######## scenario_sequencer ########
## src/rtl/scenario_sequencer.sv

```systemverilog
// -----------------------------------------------------------------------------
// scenario_sequencer
//
// Purpose:
//   Command generator for the two bus masters. A start pulse in IDLE latches a
//   5-bit scenario code and decodes it into per-master commands. Both masters
//   are launched in the same cycle. The block then waits for each enabled
//   master's done and reports completion, or times out.
//
// Handshake:
//   start is level-sampled in IDLE only. A transaction is accepted on the
//   rising edge where state is IDLE and start is 1. m1_start and m2_start are
//   one-cycle pulses in LAUNCH. m1_done and m2_done are pulses that are
//   sampled in WAIT only. done is a one-cycle pulse in DONE.
//
// Ports:
//   clk, reset            clock; asynchronous active-high reset
//   start, state_in       launch request and scenario code
//   m1_done, m2_done      per-master completion pulses
//   m*_start              per-master launch pulse (enabled masters only)
//   m*_write/slave        1 = write / 1 = slave 2
//   m*_addr, m*_wdata     fixed address and data from parameters
//   burst_len             BURST_LEN while a command is held, else 0
//   busy                  high from LAUNCH through DONE
//   done                  completion pulse
//   timeout               sticky abort flag; cleared by the next accepted start
//   o_dbg_state           current FSM state (0 IDLE, 1 LAUNCH, 2 WAIT, 3 DONE)
// -----------------------------------------------------------------------------
module scenario_sequencer #(
  parameter int ADDR_WIDTH     = 12,
  parameter int DATA_WIDTH     = 8,
  parameter int BURST_LEN      = 16,
  parameter int M1_ADDR        = 1365,
  parameter int M1_DATA        = 170,
  parameter int M2_ADDR        = 682,
  parameter int M2_DATA        = 85,
  parameter int TIMEOUT_CYCLES = 65535
) (
  input  logic                  clk,
  input  logic                  reset,
  input  logic                  start,
  input  logic [4:0]            state_in,
  input  logic                  m1_done,
  input  logic                  m2_done,
  output logic                  m1_start,
  output logic                  m2_start,
  output logic                  m1_write,
  output logic                  m2_write,
  output logic                  m1_slave,
  output logic                  m2_slave,
  output logic [ADDR_WIDTH-1:0] m1_addr,
  output logic [ADDR_WIDTH-1:0] m2_addr,
  output logic [DATA_WIDTH-1:0] m1_wdata,
  output logic [DATA_WIDTH-1:0] m2_wdata,
  output logic [7:0]            burst_len,
  output logic                  busy,
  output logic                  done,
  output logic                  timeout,
  output logic [1:0]            o_dbg_state
);

  typedef enum logic [1:0] {
    S_IDLE   = 2'd0,
    S_LAUNCH = 2'd1,
    S_WAIT   = 2'd2,
    S_DONE   = 2'd3
  } state_t;

  // The abort fires at the end of WAIT cycle number TIMEOUT_CYCLES.
  localparam logic [15:0] CNT_LAST = 16'(TIMEOUT_CYCLES - 1);

  state_t r_state;
  state_t w_next;

  logic                  r_m1_en, r_m2_en;
  logic                  r_m1_write, r_m2_write;
  logic                  r_m1_slave, r_m2_slave;
  logic [ADDR_WIDTH-1:0] r_m1_addr, r_m2_addr;
  logic [DATA_WIDTH-1:0] r_m1_wdata, r_m2_wdata;
  logic [7:0]            r_burst_len;
  logic                  r_m1_flag, r_m2_flag;
  logic [15:0]           r_cnt;
  logic                  r_timeout;

  logic w_m1_en, w_m2_en, w_m1_wr, w_m2_wr, w_m1_sl, w_m2_sl;
  logic w_accept, w_all_done, w_expire;

  // Scenario decode. Codes that are not listed leave both masters disabled.
  always_comb begin
    w_m1_en = 1'b0; w_m1_wr = 1'b0; w_m1_sl = 1'b0;
    w_m2_en = 1'b0; w_m2_wr = 1'b0; w_m2_sl = 1'b0;
    case (state_in)
      5'd1: begin w_m1_en = 1'b1; w_m1_wr = 1'b1; w_m1_sl = 1'b1; end
      5'd2: begin w_m1_en = 1'b1; w_m1_sl = 1'b1;
                  w_m2_en = 1'b1; w_m2_wr = 1'b1; w_m2_sl = 1'b1; end
      5'd3: begin w_m1_en = 1'b1; w_m1_sl = 1'b1;
                  w_m2_en = 1'b1; w_m2_wr = 1'b1; end
      5'd4: begin w_m1_en = 1'b1; w_m1_sl = 1'b1;
                  w_m2_en = 1'b1; w_m2_sl = 1'b1; end
      5'd5: begin w_m1_en = 1'b1; w_m1_wr = 1'b1; w_m1_sl = 1'b1;
                  w_m2_en = 1'b1; w_m2_wr = 1'b1; w_m2_sl = 1'b1; end
      5'd6: begin w_m1_en = 1'b1;
                  w_m2_en = 1'b1; w_m2_sl = 1'b1; end
      5'd7: begin w_m1_en = 1'b1; w_m1_wr = 1'b1;
                  w_m2_en = 1'b1; end
      5'd8: begin w_m1_en = 1'b1;
                  w_m2_en = 1'b1; w_m2_wr = 1'b1; end
      5'd9: begin w_m1_en = 1'b1; w_m1_wr = 1'b1; w_m1_sl = 1'b1;
                  w_m2_en = 1'b1; w_m2_wr = 1'b1; end
      default: ;
    endcase
  end

  assign w_accept   = (r_state == S_IDLE) && start;
  // The registered flags decide completion. A done sampled at edge K
  // therefore produces the done pulse two cycles after the done input.
  assign w_all_done = r_m1_flag && r_m2_flag;
  assign w_expire   = (r_cnt == CNT_LAST);

  always_ff @(posedge clk or posedge reset) begin
    if (reset) r_state <= S_IDLE;
    else       r_state <= w_next;
  end

  always_comb begin
    w_next = r_state;
    case (r_state)
      S_IDLE:   if (start) w_next = S_LAUNCH;
      S_LAUNCH: w_next = (r_m1_en || r_m2_en) ? S_WAIT : S_DONE;
      S_WAIT:   if (w_all_done || w_expire) w_next = S_DONE;
      S_DONE:   w_next = S_IDLE;
      default:  w_next = S_IDLE;
    endcase
  end

  always_ff @(posedge clk or posedge reset) begin
    if (reset) begin
      r_m1_en     <= 1'b0;
      r_m2_en     <= 1'b0;
      r_m1_write  <= 1'b0;
      r_m2_write  <= 1'b0;
      r_m1_slave  <= 1'b0;
      r_m2_slave  <= 1'b0;
      r_m1_addr   <= '0;
      r_m2_addr   <= '0;
      r_m1_wdata  <= '0;
      r_m2_wdata  <= '0;
      r_burst_len <= '0;
      r_m1_flag   <= 1'b0;
      r_m2_flag   <= 1'b0;
      r_cnt       <= '0;
      r_timeout   <= 1'b0;
    end else begin
      if (w_accept) begin
        r_m1_en     <= w_m1_en;
        r_m2_en     <= w_m2_en;
        r_m1_write  <= w_m1_wr;
        r_m2_write  <= w_m2_wr;
        r_m1_slave  <= w_m1_sl;
        r_m2_slave  <= w_m2_sl;
        r_m1_addr   <= ADDR_WIDTH'(M1_ADDR);
        r_m2_addr   <= ADDR_WIDTH'(M2_ADDR);
        r_m1_wdata  <= DATA_WIDTH'(M1_DATA);
        r_m2_wdata  <= DATA_WIDTH'(M2_DATA);
        r_burst_len <= 8'(BURST_LEN);
        // A disabled master counts as already finished.
        r_m1_flag   <= ~w_m1_en;
        r_m2_flag   <= ~w_m2_en;
        r_cnt       <= '0;
        r_timeout   <= 1'b0;
      end
      if (r_state == S_WAIT) begin
        if (m1_done) r_m1_flag <= 1'b1;
        if (m2_done) r_m2_flag <= 1'b1;
        if (!w_all_done) begin
          if (w_expire) r_timeout <= 1'b1;
          else          r_cnt     <= r_cnt + 16'd1;
        end
      end
      if (r_state == S_DONE) begin
        r_m1_en     <= 1'b0;
        r_m2_en     <= 1'b0;
        r_m1_write  <= 1'b0;
        r_m2_write  <= 1'b0;
        r_m1_slave  <= 1'b0;
        r_m2_slave  <= 1'b0;
        r_m1_addr   <= '0;
        r_m2_addr   <= '0;
        r_m1_wdata  <= '0;
        r_m2_wdata  <= '0;
        r_burst_len <= '0;
        r_m1_flag   <= 1'b0;
        r_m2_flag   <= 1'b0;
        r_cnt       <= '0;
      end
    end
  end

  assign m1_start    = (r_state == S_LAUNCH) && r_m1_en;
  assign m2_start    = (r_state == S_LAUNCH) && r_m2_en;
  assign m1_write    = r_m1_write;
  assign m2_write    = r_m2_write;
  assign m1_slave    = r_m1_slave;
  assign m2_slave    = r_m2_slave;
  assign m1_addr     = r_m1_addr;
  assign m2_addr     = r_m2_addr;
  assign m1_wdata    = r_m1_wdata;
  assign m2_wdata    = r_m2_wdata;
  assign burst_len   = r_burst_len;
  assign busy        = (r_state != S_IDLE);
  assign done        = (r_state == S_DONE);
  assign timeout     = r_timeout;
  assign o_dbg_state = r_state;

endmodule
```

## config.mk

```make
export PLATFORM = sky130hd
export DESIGN_NAME = scenario_sequencer
export DESIGN_NICKNAME = d
export VERILOG_FILES = /design/src/rtl/scenario_sequencer.sv
export SDC_FILE = /design/constraint.sdc
export NUM_CORES = 1
export LEC_CHECK = 0
export CAP_MARGIN = 20
export CORE_ASPECT_RATIO = 0.6
export CORE_MARGIN = 5
export CORE_UTILIZATION = 40
export DETAILED_ROUTE_END_ITERATION = 10
export PLACE_DENSITY = 0.71
export SLEW_MARGIN = 20
export SYNTH_ARGS = -nofsm -noshare
export SYNTH_HDL_FRONTEND = slang
export SYNTH_SLANG_ARGS = --single-unit
```

## constraint.sdc

```tcl
create_clock -name clk -period 2.62 [get_ports clk]
set_clock_uncertainty 0.2 [all_clocks]
set_input_delay 0.262 -clock clk [delete_from_list [all_inputs] [get_ports clk]]
set_output_delay 0.262 -clock clk [all_outputs]
set_load 0.02 [all_outputs]
```

Figure 1. The metal 1 layer (scenario_sequencer).
Bar = 20 um.
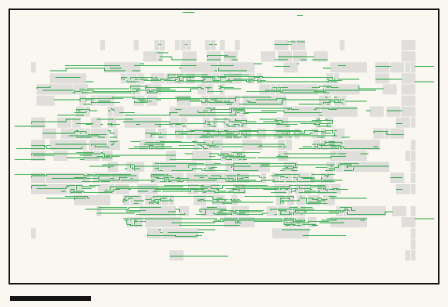
- wire length on this layer: 2640 um
- main direction: horizontal
- longest straight run: 25.3 um
- share of all routed wire: 48%
- nets with wire on the layer: 235
Total Routed Length: 5490 um
M1 GR Usage: 22.9%

==> PnR_summary.wiki <==
=== Physical design figures ===
{| class="wikitable"
! Metric !! Value
|-
| Result of the run || completed
|-
| Diodes inserted || 0
|-
| Register-to-register setup slack || 0.18 ns
|-
| Most popular library cell in the synthesized design by count || sky130_fd_sc_hd__buf_4
|-
| Hold/Removal Path Class || input port to asynchronous set/reset pin
|-
| Fraction of synthesized cell area taken by the top area cell type || around 32%
|-
| Met1 Routed Length || 2640 um
|-
| Switch share || 45.8%
|-
| Cells along the critical path || buf_4, ha_1, clkdlybuf4s50_1
|-
| DRT antenna net count || 0
|-
| DR vias/cell || between 5 and 6
|-
| Met3 capacity usage during global routing || 3.82%
|-
| Worst r2r path cells || 6
|-
| Area contributors post-synth || sky130_fd_sc_hd__dfrtp_1, sky130_fd_sc_hd__buf_4, sky130_fd_sc_hd__nand3_1
|-
| Origin of the worst setup path || o_dbg_state[1]
|-
| Most used logic cell in the final layout || sky130_fd_sc_hd__clkdlybuf4s50_1
|-
| TritonCTS clock tree || done
|-
| Number of cells in Yosys stat || 247
|-
| CP max stage cell || sky130_fd_sc_hd__clkdlybuf4s50_1
|-
| Final-report setup violation count || 0
|}
power groups by stage:
stage	Sequential [mW]	Combinational [mW]	Clock [mW]
after floorplan	0.630	0.908	0
after global placement	0.594	1.29	0
after detailed placement	0.601	1.30	0
after CTS	0.593	1.31	0.250
after global routing	0.605	1.42	0.267
final	0.590	1.33	0.241
worst reg2reg max path, stage by stage (launching register included):
cell and delay [ns]:
sky130_fd_sc_hd__dfrtp_1 0.43, sky130_fd_sc_hd__inv_1 0.10, sky130_fd_sc_hd__ha_1 0.14, sky130_fd_sc_hd__nand4_1 0.19, sky130_fd_sc_hd__o41ai_4 0.70, sky130_fd_sc_hd__o21a_1 0.24, sky130_fd_sc_hd__mux2_1 0.33
final cells by class:
cell class              instances  area [sq um]  area share [%]
multi-input cells             180          1150            45.9
flip-flops and latches         28           701            28.0
inverters                       8          30.0            1.20
repair buffers                 53           498            19.9
well taps                      66          82.6            3.30
clock buffers                   3          41.3            1.65
metrics by stage:
stage	total power [mW]	utilization, %	cells
floorplan	1.54	-	274
global placement	1.88	47.4	333
detailed placement	1.90	47.4	333
CTS	2.15	48.2	336
global route	2.29	48.5	338
finish	2.16	48.5	338

######## rtc_display_ctrl_flat ########
### src/rtl/rtc_disp_pkg.sv
// Shared constants for the RTC front-panel display controller: mode encoding,
// blink masks and mode-sequencing helpers.
package rtc_disp_pkg;

  localparam logic [2:0] SHOW_HM  = 3'd0;
  localparam logic [2:0] SHOW_MS  = 3'd1;
  localparam logic [2:0] SHOW_SW  = 3'd2;
  localparam logic [2:0] SET_HOUR = 3'd3;
  localparam logic [2:0] SET_MIN  = 3'd4;

  localparam logic [3:0] BLANK_LEFT  = 4'b1100;
  localparam logic [3:0] BLANK_RIGHT = 4'b0011;

  function automatic logic [2:0] next_mode(input logic [2:0] m);
    case (m)
      SHOW_HM:  return SHOW_MS;
      SHOW_MS:  return SHOW_SW;
      SHOW_SW:  return SET_HOUR;
      SET_HOUR: return SET_MIN;
      default:  return SHOW_HM;
    endcase
  endfunction

  function automatic logic is_set(input logic [2:0] m);
    return (m == SET_HOUR) || (m == SET_MIN);
  endfunction

endpackage

### src/rtl/rtc_display_ctrl_if.sv
// Front-panel bus: buttons and time values in, display and increment strobes out.
// The slave modport is the controller side.
interface rtc_display_ctrl_if;
  logic        btn_mode;
  logic        btn_inc;
  logic [5:0]  sec;
  logic [5:0]  min;
  logic [4:0]  hour;
  logic [6:0]  sw_sec;
  logic [6:0]  sw_min;
  logic        scan_tick;
  logic [15:0] digits;
  logic [3:0]  blank;
  logic        inc_hour;
  logic        inc_min;
  logic [2:0]  mode;

  modport master (
    output btn_mode, btn_inc, sec, min, hour, sw_sec, sw_min,
    input  scan_tick, digits, blank, inc_hour, inc_min, mode
  );

  modport slave (
    input  btn_mode, btn_inc, sec, min, hour, sw_sec, sw_min,
    output scan_tick, digits, blank, inc_hour, inc_min, mode
  );
endinterface

### src/rtl/bin_to_bcd2.sv
// Two-digit binary to BCD converter; values above 99 saturate to 99.
module bin_to_bcd2 (
  input  logic [6:0] bin,
  output logic [3:0] tens,
  output logic [3:0] ones
);

  always_comb begin
    if (bin > 7'd99) begin
      tens = 4'd9;
      ones = 4'd9;
    end else begin
      tens = 4'(bin / 7'd10);
      ones = 4'(bin % 7'd10);
    end
  end

endmodule

### src/rtl/rtc_display_ctrl.sv
// RTC front-panel mode FSM, scan strobe, BCD digit selection and set-mode blink.
// Optional set-mode inactivity timeout enabled by RTC_DISP_SET_TIMEOUT_EN.
module rtc_display_ctrl
  import rtc_disp_pkg::*;
#(
  parameter int unsigned SCAN_DIV       = 50000,
  parameter int unsigned BLINK_TICKS    = 250,
  parameter int unsigned TIMEOUT_BLINKS = 20
) (
  input  logic                clk,
  input  logic                reset,
  rtc_display_ctrl_if.slave   bus
);

  localparam int unsigned SCW = $clog2(SCAN_DIV);
  localparam int unsigned BCW = (BLINK_TICKS > 1) ? $clog2(BLINK_TICKS) : 1;

  logic [SCW-1:0] scan_cnt_q;
  logic [BCW-1:0] blink_q, blink_d;
  logic           phase_q, phase_d;
  logic [2:0]     mode_q, mode_d;
  logic           scan_tick_q, inc_hour_q, inc_min_q;
  logic [15:0]    digits_q;
  logic [3:0]     blank_q;
  logic           scan_tick_d, inc_hour_d, inc_min_d;
  logic [15:0]    digits_d;
  logic [3:0]     blank_d;

  logic scan_wrap, blink_wrap, inc_accept, set_entry, timeout;
  logic [6:0] left_bin, right_bin;
  logic [3:0] l_tens, l_ones, r_tens, r_ones;

  assign scan_wrap  = (scan_cnt_q == SCW'(SCAN_DIV - 1));
  assign blink_wrap = scan_wrap && (blink_q == BCW'(BLINK_TICKS - 1));
  assign inc_accept = bus.btn_inc && !bus.btn_mode && is_set(mode_q);
  assign set_entry  = is_set(mode_d) && (mode_d != mode_q);

`ifdef RTC_DISP_SET_TIMEOUT_EN
  localparam int unsigned IW = $clog2(TIMEOUT_BLINKS + 1);
  logic [IW-1:0] idle_q, idle_d;

  assign timeout = is_set(mode_q) && (idle_q >= IW'(TIMEOUT_BLINKS));

  always_comb begin
    idle_d = idle_q;
    if (bus.btn_mode || bus.btn_inc || (mode_d != mode_q)) begin
      idle_d = '0;
    end else if (is_set(mode_q) && blink_wrap) begin
      idle_d = idle_q + IW'(1);
    end
  end

  always_ff @(posedge clk or posedge reset) begin
    if (reset) idle_q <= '0;
    else       idle_q <= idle_d;
  end
`else
  assign timeout = 1'b0;
`endif

  // Scan divider runs free regardless of mode or buttons.
  always_ff @(posedge clk or posedge reset) begin
    if (reset)          scan_cnt_q <= '0;
    else if (scan_wrap) scan_cnt_q <= '0;
    else                scan_cnt_q <= scan_cnt_q + SCW'(1);
  end

  // State register, including the registered outputs.
  always_ff @(posedge clk or posedge reset) begin
    if (reset) begin
      mode_q      <= SHOW_HM;
      blink_q     <= '0;
      phase_q     <= 1'b0;
      scan_tick_q <= 1'b0;
      digits_q    <= 16'h0000;
      blank_q     <= 4'b0000;
      inc_hour_q  <= 1'b0;
      inc_min_q   <= 1'b0;
    end else begin
      mode_q      <= mode_d;
      blink_q     <= blink_d;
      phase_q     <= phase_d;
      scan_tick_q <= scan_tick_d;
      digits_q    <= digits_d;
      blank_q     <= blank_d;
      inc_hour_q  <= inc_hour_d;
      inc_min_q   <= inc_min_d;
    end
  end

  // Next state: a button press wins over the inactivity timeout.
  always_comb begin
    mode_d  = mode_q;
    blink_d = blink_q;
    phase_d = phase_q;
    if (bus.btn_mode) begin
      mode_d = next_mode(mode_q);
    end else if (timeout) begin
      mode_d = SHOW_HM;
    end
    if (set_entry || inc_accept) begin
      blink_d = '0;
      phase_d = 1'b0;
    end else if (blink_wrap) begin
      blink_d = '0;
      phase_d = ~phase_q;
    end else if (scan_wrap) begin
      blink_d = blink_q + BCW'(1);
    end
  end

  // Outputs.
  always_comb begin
    scan_tick_d = scan_wrap;
    inc_hour_d  = inc_accept && (mode_q == SET_HOUR);
    inc_min_d   = inc_accept && (mode_q == SET_MIN);
    case (mode_q)
      SHOW_MS: begin
        left_bin  = {1'b0, bus.min};
        right_bin = {1'b0, bus.sec};
      end
      SHOW_SW: begin
        left_bin  = bus.sw_min;
        right_bin = bus.sw_sec;
      end
      default: begin
        left_bin  = {2'b00, bus.hour};
        right_bin = {1'b0, bus.min};
      end
    endcase
    digits_d = {l_tens, l_ones, r_tens, r_ones};
    blank_d  = 4'b0000;
    if (phase_q && (mode_q == SET_HOUR)) blank_d = BLANK_LEFT;
    if (phase_q && (mode_q == SET_MIN))  blank_d = BLANK_RIGHT;
  end

  bin_to_bcd2 u_bcd_left (
    .bin  (left_bin),
    .tens (l_tens),
    .ones (l_ones)
  );

  bin_to_bcd2 u_bcd_right (
    .bin  (right_bin),
    .tens (r_tens),
    .ones (r_ones)
  );

  assign bus.scan_tick = scan_tick_q;
  assign bus.digits    = digits_q;
  assign bus.blank     = blank_q;
  assign bus.inc_hour  = inc_hour_q;
  assign bus.inc_min   = inc_min_q;
  assign bus.mode      = mode_q;

endmodule

### src/flat_wrapper.sv
// flat-port wrapper written by rule: the top's interface ports become plain ports
module rtc_display_ctrl_flat import rtc_disp_pkg::*;
#(
  parameter int unsigned SCAN_DIV       = 50000,
  parameter int unsigned BLINK_TICKS    = 250,
  parameter int unsigned TIMEOUT_BLINKS = 20
)
  (clk, reset, bus_btn_mode, bus_btn_inc, bus_sec, bus_min, bus_hour, bus_sw_sec, bus_sw_min, bus_scan_tick, bus_digits, bus_blank, bus_inc_hour, bus_inc_min, bus_mode);
  rtc_display_ctrl_if bus_i ();
  input  logic clk;
  input  logic reset;
  input wire logic [$bits(bus_i.btn_mode)-1:0] bus_btn_mode;
  input wire logic [$bits(bus_i.btn_inc)-1:0] bus_btn_inc;
  input wire logic [$bits(bus_i.sec)-1:0] bus_sec;
  input wire logic [$bits(bus_i.min)-1:0] bus_min;
  input wire logic [$bits(bus_i.hour)-1:0] bus_hour;
  input wire logic [$bits(bus_i.sw_sec)-1:0] bus_sw_sec;
  input wire logic [$bits(bus_i.sw_min)-1:0] bus_sw_min;
  output wire logic [$bits(bus_i.scan_tick)-1:0] bus_scan_tick;
  output wire logic [$bits(bus_i.digits)-1:0] bus_digits;
  output wire logic [$bits(bus_i.blank)-1:0] bus_blank;
  output wire logic [$bits(bus_i.inc_hour)-1:0] bus_inc_hour;
  output wire logic [$bits(bus_i.inc_min)-1:0] bus_inc_min;
  output wire logic [$bits(bus_i.mode)-1:0] bus_mode;
  assign bus_i.btn_mode = bus_btn_mode;
  assign bus_i.btn_inc = bus_btn_inc;
  assign bus_i.sec = bus_sec;
  assign bus_i.min = bus_min;
  assign bus_i.hour = bus_hour;
  assign bus_i.sw_sec = bus_sw_sec;
  assign bus_i.sw_min = bus_sw_min;
  assign bus_scan_tick = bus_i.scan_tick;
  assign bus_digits = bus_i.digits;
  assign bus_blank = bus_i.blank;
  assign bus_inc_hour = bus_i.inc_hour;
  assign bus_inc_min = bus_i.inc_min;
  assign bus_mode = bus_i.mode;
  rtc_display_ctrl #(.SCAN_DIV(SCAN_DIV), .BLINK_TICKS(BLINK_TICKS), .TIMEOUT_BLINKS(TIMEOUT_BLINKS)) u_core (.clk(clk), .reset(reset), .bus(bus_i));
endmodule
### config.mk
export PLATFORM = sky130hd
export DESIGN_NAME = rtc_display_ctrl_flat
export DESIGN_NICKNAME = d
export VERILOG_FILES = /design/src/rtl/rtc_disp_pkg.sv /design/src/rtl/rtc_display_ctrl_if.sv /design/src/rtl/bin_to_bcd2.sv /design/src/rtl/rtc_display_ctrl.sv /design/src/flat_wrapper.sv
export SDC_FILE = /design/constraint.sdc
export NUM_CORES = 1
export LEC_CHECK = 0
export ABC_AREA = 1
export CORE_ASPECT_RATIO = 1.4
export CORE_MARGIN = 4
export CORE_UTILIZATION = 35
export CTS_CLUSTER_DIAMETER = 30
export DETAILED_ROUTE_END_ITERATION = 12
export PLACE_DENSITY = 0.64
export SETUP_SLACK_MARGIN = 0.15
export SYNTH_ARGS = -nofsm -noshare
export SYNTH_HDL_FRONTEND = slang
export SYNTH_SLANG_ARGS = --single-unit
### constraint.sdc
create_clock -name clk -period 3.6 [get_ports clk]
set_clock_uncertainty 0.1 [all_clocks]
set_input_delay 0.72 -clock clk [delete_from_list [all_inputs] [get_ports clk]]
set_output_delay 0.72 -clock clk [all_outputs]
set_load 0.02 [all_outputs]
Figure 2. The metal 1 layer (rtc_display_ctrl_flat).
Bar = 20 um.
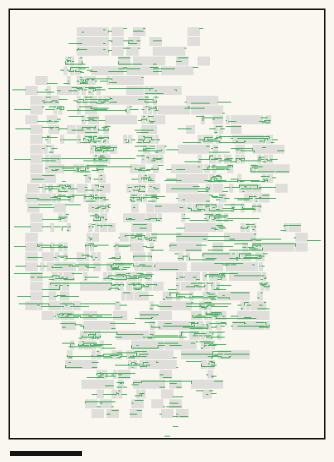
- share of all routed wire: 37%
- nets with wire on the layer: 452
- longest straight run: 23.0 um
- main direction: horizontal

==> PnR_summary.wiki <==
=== Physical design figures ===
{| class="wikitable"
! Metric !! Value
|-
| Result of the run || completed
|-
| Proportion of power drawn by the clock network || between 10% and 20%
|-
| GR Overflow Total || 0
|-
| Final-report setup violation count || 0
|-
| Simple-gate portion of the synthesized area || ~34%
|-
| Startpoint class of the critical path || input port
|-
| Main combinational cell family by area after synthesis || simple AND/OR/NAND/NOR gates
|-
| Number of cells in Yosys stat || between 300 and 400
|-
| Number of warnings reported in the yosys synthesis log || 0
|-
| TritonCTS clock tree || done
|-
| Reg2reg start || u_core.bus.mode[0]
|-
| Overall die height || around 120 um
|-
| Area after detailed placement || approximately 3800 sq um
|-
| Fraction of synthesized cell area taken by the top area cell type || between 30% and 40%
|-
| Pre-Place Util || roughly 36%
|-
| Buffers plus inverters on the worst setup path || 5
|-
| Critical path arrival || 3.22 ns
|-
| Number of hold violations in the final report || 0
|-
| Register-to-register setup slack || roughly 0.5 ns
|-
| Net switching power figure || around 1.2 mW
|-
| Clock latency at the later pin of the worst-skew pair || between 0.2 and 0.3 ns
|-
| DRC errors left || 0
|-
| Post-cts hold-fix buffer tally || 0
|-
| Critical R2R Capture || u_core.bus.digits[1]
|-
| Mean routed wirelength per cell || about 11 um
|-
| Distinct lib cells used || around 42
|-
| Fraction of the yosys area taken by sequential cells || between 30% and 40%
|-
| Beginning of the worst hold path || u_core.scan_cnt_q[0]
|}
Figure 3. Met2 routing (rtc_display_ctrl_flat).
Bar = 20 um.
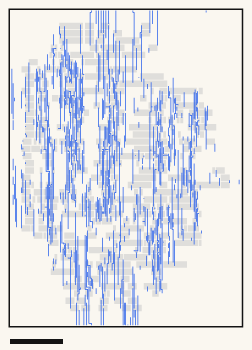
- nets with wire on the layer: 409
- longest straight run: 37.1 um
- share of all routed wire: 56%
- wire length on this layer: 3590 um
M2 GR Usage: 26.7%
Total Routed Length: 6380 um
via count: 2700

==> logic make-up after synthesis <==
group                    Yosys count
flip-flops                        49
buffers and inverters             80
AND-OR/OR-AND                     48
XOR/XNOR                          12
adder cells (fa/ha/maj)            5
AND/OR/NAND/NOR                  196
==> routing by layer <==
metal / wire [um] / share of wire (%)
met4: 167 / 2.6
met3: 248 / 3.9
met1: 2360 / 37
met5: 0 / 0
met2: 3590 / 56
==> state kept, by name, indices dropped and copies added, names as in the netlist <==
| name | count |
|---|---|
| u_core.bus.scan_tick | 1 |
| u_core.bus.blank | 2 |
| u_core.scan_cnt_q | 16 |
| u_core.phase_q | 1 |
| u_core.bus.digits | 16 |
| u_core.bus.inc_hour | 1 |
| u_core.bus.inc_min | 1 |
| u_core.bus.mode | 3 |
| u_core.blink_q | 8 |
==> area by class of cell <==
cell class / count / area (sq um)
fillers: 848 / 4600
multi-input cells: 261 / 1540
flip-flops and latches: 49 / 1230
repair buffers: 64 / 631
inverters: 76 / 285
clock buffers: 6 / 139
well taps: 105 / 131
clock inverters: 1 / 7.51
==> what timing repair did <==
action                                 4_1_cts  5_1_grt
endpoints found under the hold margin        0        0
setup endpoints to repair                    0        5
gates resized                                0        2

######## aib_adapttxdp_fifo_rdctl ########
Figure 4. Met2 routing (aib_adapttxdp_fifo_rdctl).
Bar = 200 um.
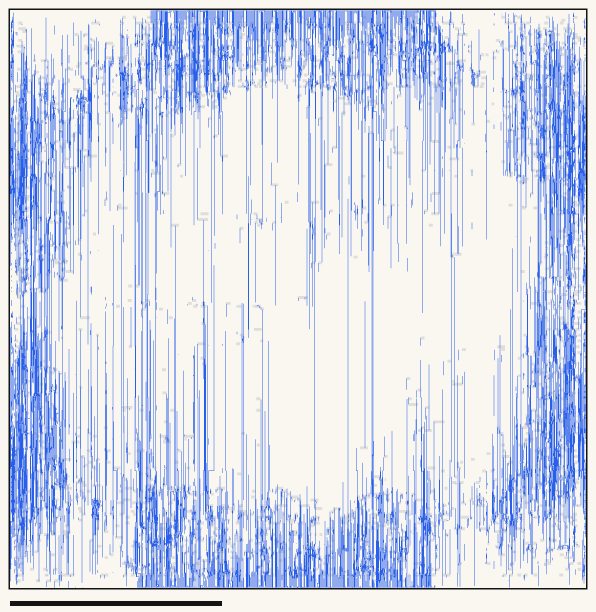
Figure 5. M3 wires (aib_adapttxdp_fifo_rdctl).
Bar = 200 um.
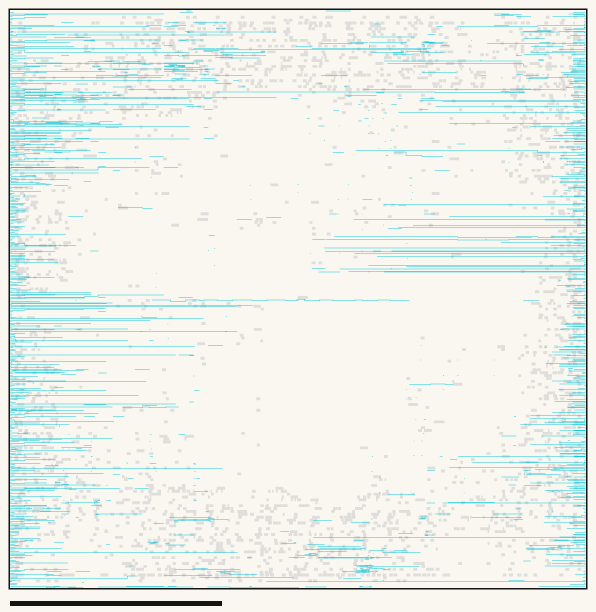
`config.mk`:
```
export PLATFORM = sky130hd
export DESIGN_NAME = aib_adapttxdp_fifo_rdctl
export DESIGN_NICKNAME = d
export VERILOG_FILES = /design/src/rtl/aib_txdp_pkg.sv /design/src/rtl/aib_txdp_onehot_mux.sv /design/src/rtl/aib_adapttxdp_fifo_rdctl.sv
export SDC_FILE = /design/constraint.sdc
export NUM_CORES = 1
export LEC_CHECK = 0
export CAP_MARGIN = 20
export CELL_PAD_IN_SITES_DETAIL_PLACEMENT = 0
export CELL_PAD_IN_SITES_GLOBAL_PLACEMENT = 1
export CORE_AREA = 4 4 538 540
export DETAILED_ROUTE_END_ITERATION = 8
export DIE_AREA = 0 0 542 544
export PLACE_DENSITY = 0.3
export SLEW_MARGIN = 5
export SYNTH_ARGS = -nofsm -noshare
export SYNTH_HDL_FRONTEND = slang
export SYNTH_HIERARCHICAL = 1
export SYNTH_SLANG_ARGS = --single-unit
```
`constraint.sdc`:
```
create_clock -name clk -period 1.45 [get_ports clk]
set_input_delay 0.29 -clock clk [delete_from_list [all_inputs] [get_ports clk]]
set_output_delay 0.29 -clock clk [all_outputs]
set_load 0.005 [all_outputs]
```
`src/rtl/aib_txdp_pkg.sv`:
```
// Shared definitions for the TX adapter datapath FIFO read controller.
// Recovery after underflow is selected with AIB_TXDP_UFLOW_RECOVER_EN.
package aib_txdp_pkg;

  localparam int unsigned RdStateW = 2;

  typedef enum logic [RdStateW-1:0] {
    StIdle = 2'd0,
    StFill = 2'd1,
    StRun  = 2'd2,
    StErr  = 2'd3
  } rd_state_e;

endpackage

```
`src/rtl/aib_txdp_onehot_mux.sv`:
```
// AND-OR selector: picks the entry whose bit is set in a one-hot select vector.
module aib_txdp_onehot_mux #(
  parameter int unsigned DEPTH  = 16,
  parameter int unsigned DWIDTH = 80
) (
  input  logic [DEPTH-1:0]        sel_i,
  input  logic [DEPTH*DWIDTH-1:0] data_i,
  output logic [DWIDTH-1:0]       dout_o
);

  always_comb begin
    dout_o = '0;
    for (int i = 0; i < int'(DEPTH); i++) begin
      dout_o = dout_o | (data_i[i*DWIDTH +: DWIDTH] & {DWIDTH{sel_i[i]}});
    end
  end

endmodule

```
`src/rtl/aib_adapttxdp_fifo_rdctl.sv`:
```
// Read-side controller of the TX datapath phase-compensation FIFO (read clock domain).
// Define AIB_TXDP_UFLOW_RECOVER_EN to let the ERR state fall back to FILL automatically.
module aib_adapttxdp_fifo_rdctl
  import aib_txdp_pkg::*;
#(
  parameter int unsigned AWIDTH = 4,
  parameter int unsigned DEPTH  = 16,
  parameter int unsigned DWIDTH = 80
) (
  input  logic                    clk,
  input  logic                    rst,
  input  logic                    cfg_en,
  input  logic [AWIDTH-1:0]       cfg_rd_delay,
  input  logic [AWIDTH-1:0]       rd_numdata,
  input  logic                    rd_empty,
  input  logic [DEPTH-1:0]        rd_ptr_one_hot,
  input  logic [DEPTH*DWIDTH-1:0] fifo_data,
  output logic                    rd_en,
  output logic [DWIDTH-1:0]       dout,
  output logic                    dout_vld,
  output logic                    fifo_uflow,
  output logic [1:0]              rd_state
);

  rd_state_e         state_q, state_d;
  logic              uflow_q, uflow_d;
  logic [DWIDTH-1:0] dout_q, sel_word;
  logic              vld_q;
  logic [AWIDTH-1:0] threshold;
  logic              fill_met;

  assign threshold = (cfg_rd_delay == '0) ? AWIDTH'(1) : cfg_rd_delay;
  assign fill_met  = (rd_numdata >= threshold);

  // Gating by rd_empty keeps the read pointer from overtaking the write pointer.
  assign rd_en = (state_q == StRun) && !rd_empty;

  always_comb begin
    state_d = state_q;
    uflow_d = uflow_q;
    unique case (state_q)
      StIdle: state_d = StFill;
      StFill: if (fill_met) state_d = StRun;
      StRun: begin
        if (rd_empty) begin
          state_d = StErr;
        end
      end
      StErr: begin
`ifdef AIB_TXDP_UFLOW_RECOVER_EN
        state_d = StFill;
`else
        state_d = StErr;
`endif
      end
      default: state_d = StIdle;
    endcase
    if (!cfg_en) begin
      state_d = StIdle;
    end
    // An underflow coinciding with disable still shows for one cycle.
    if ((state_q == StRun) && rd_empty) begin
      uflow_d = 1'b1;
    end else if (!cfg_en) begin
      uflow_d = 1'b0;
    end
  end

  aib_txdp_onehot_mux #(
    .DEPTH (DEPTH),
    .DWIDTH(DWIDTH)
  ) u_mux (
    .sel_i (rd_ptr_one_hot),
    .data_i(fifo_data),
    .dout_o(sel_word)
  );

  always_ff @(posedge clk) begin
    if (rst) begin
      state_q <= StIdle;
      uflow_q <= 1'b0;
      dout_q  <= '0;
      vld_q   <= 1'b0;
    end else begin
      state_q <= state_d;
      uflow_q <= uflow_d;
      vld_q   <= rd_en;
      if (rd_en) begin
        dout_q <= sel_word;
      end
    end
  end

  assign dout       = dout_q;
  assign dout_vld   = vld_q;
  assign fifo_uflow = uflow_q;
  assign rd_state   = state_q;

endmodule

```
==> PnR_summary.wiki <==
=== Physical design figures ===
{| class="wikitable"
! Metric !! Value
|-
| Most used routing layer in global routing || met2
|-
| Register-to-register setup slack || -0.28 ns
|-
| Logic Gate Count || 979
|-
| P&R area growth vs syn || 211%
|-
| Fraction of synthesized cell area taken by the top area cell type || about 27%
|-
| RePlAce Congestion || 0.854
|-
| Post-cts hold-fix buffer tally || 1
|-
| Final period util || 124%
|-
| Final worst setup slack || -0.347 ns
|-
| Final-report setup violation count || approximately 80
|-
| GR Overflow Total || 0
|-
| Number of cells in Yosys stat || approximately 1200
|-
| Maximum number of pins on one net before global-route repair || roughly 45
|-
| Met2 routed WL || 120000 um
|-
| Fill cell count || between 30000 and 40000
|-
| Total of clock buffers placed in the layout || 9
|-
| Number of antenna violations at the first check in global routing || between 200 and 300
|-
| Result of the run || complete, but fails checks
|-
| Placement-stage worst setup slack || -1.20 ns
|-
| Highest metal used || met5
|-
| Diodes inserted || 58
|-
| Failing checks || negative setup slack
|-
| Pre-Place Util || 3.64%
|}
## Picture notes: Figure 4
- main direction: vertical
- longest straight run: 419 um
- share of all routed wire: 46%
- nets with wire on the layer: 3820
via count: 21500
M2 GR Usage: 27.8%
Total Routed Length: 261000 um

## Picture notes: Figure 5
- longest straight run: 299 um
- main direction: horizontal
- wire length on this layer: 30.0 mm
- nets with wire on the layer: 1058
met3 capacity usage during global routing: 8.49%

[cell families after synthesis]
logic type / share of synthesized area (%)
compound gates: 59.2
simple gates: 11.1
buf+inv: 13.0
flops: 16.2
fa+ha+maj: 0.483
[power by group]
group	total, mW	internal [mW]	switching (mW)
sequential	2.36	2.33	0.0279
combinational	9.34	5.10	4.25
clock	3.03	1.19	1.84
[per-stage QoR]
stage | hold WS, ns | util [%] | cells | area, sq um
CTS | 0.454 | 11.2 | 6629 | 31800
detailed placement | 0.448 | 11.0 | 6602 | 31200
finish | 0.459 | 11.3 | 6690 | 32300
floorplan | 0.437 | - | 1239 | 10400
global placement | 0.442 | 11.0 | 6602 | 31200
global route | 0.476 | 11.3 | 6647 | 32100
[worst max-delay path: stages]
cell	delay, ns
sky130_fd_sc_hd__clkdlybuf4s50_1	0.47
sky130_fd_sc_hd__a22o_1	0.20
sky130_fd_sc_hd__a221oi_1	0.33
sky130_fd_sc_hd__buf_4	0.21
sky130_fd_sc_hd__nand4_1	0.23
sky130_fd_sc_hd__buf_4	0.22
sky130_fd_sc_hd__nand2_1	0.09
sky130_fd_sc_hd__a21oi_1	0.07


==> screenshots <==
Routing congestion map.
panel A
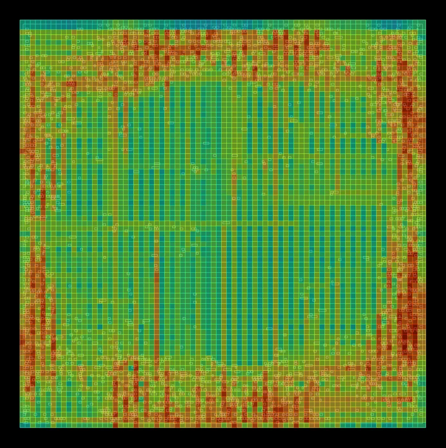
panel B
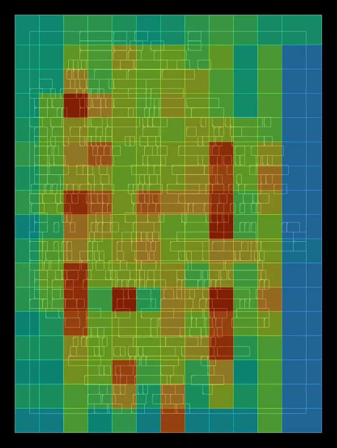
panel C
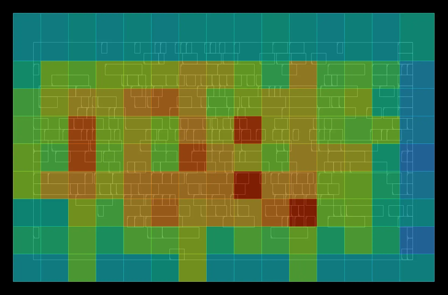
Of these, lowest utilization: panel A
- scenario_sequencer = panel C
- rtc_display_ctrl_flat = panel B
- aib_adapttxdp_fifo_rdctl = panel A

No activity file was given, so power comes from the tool's default toggle rates.
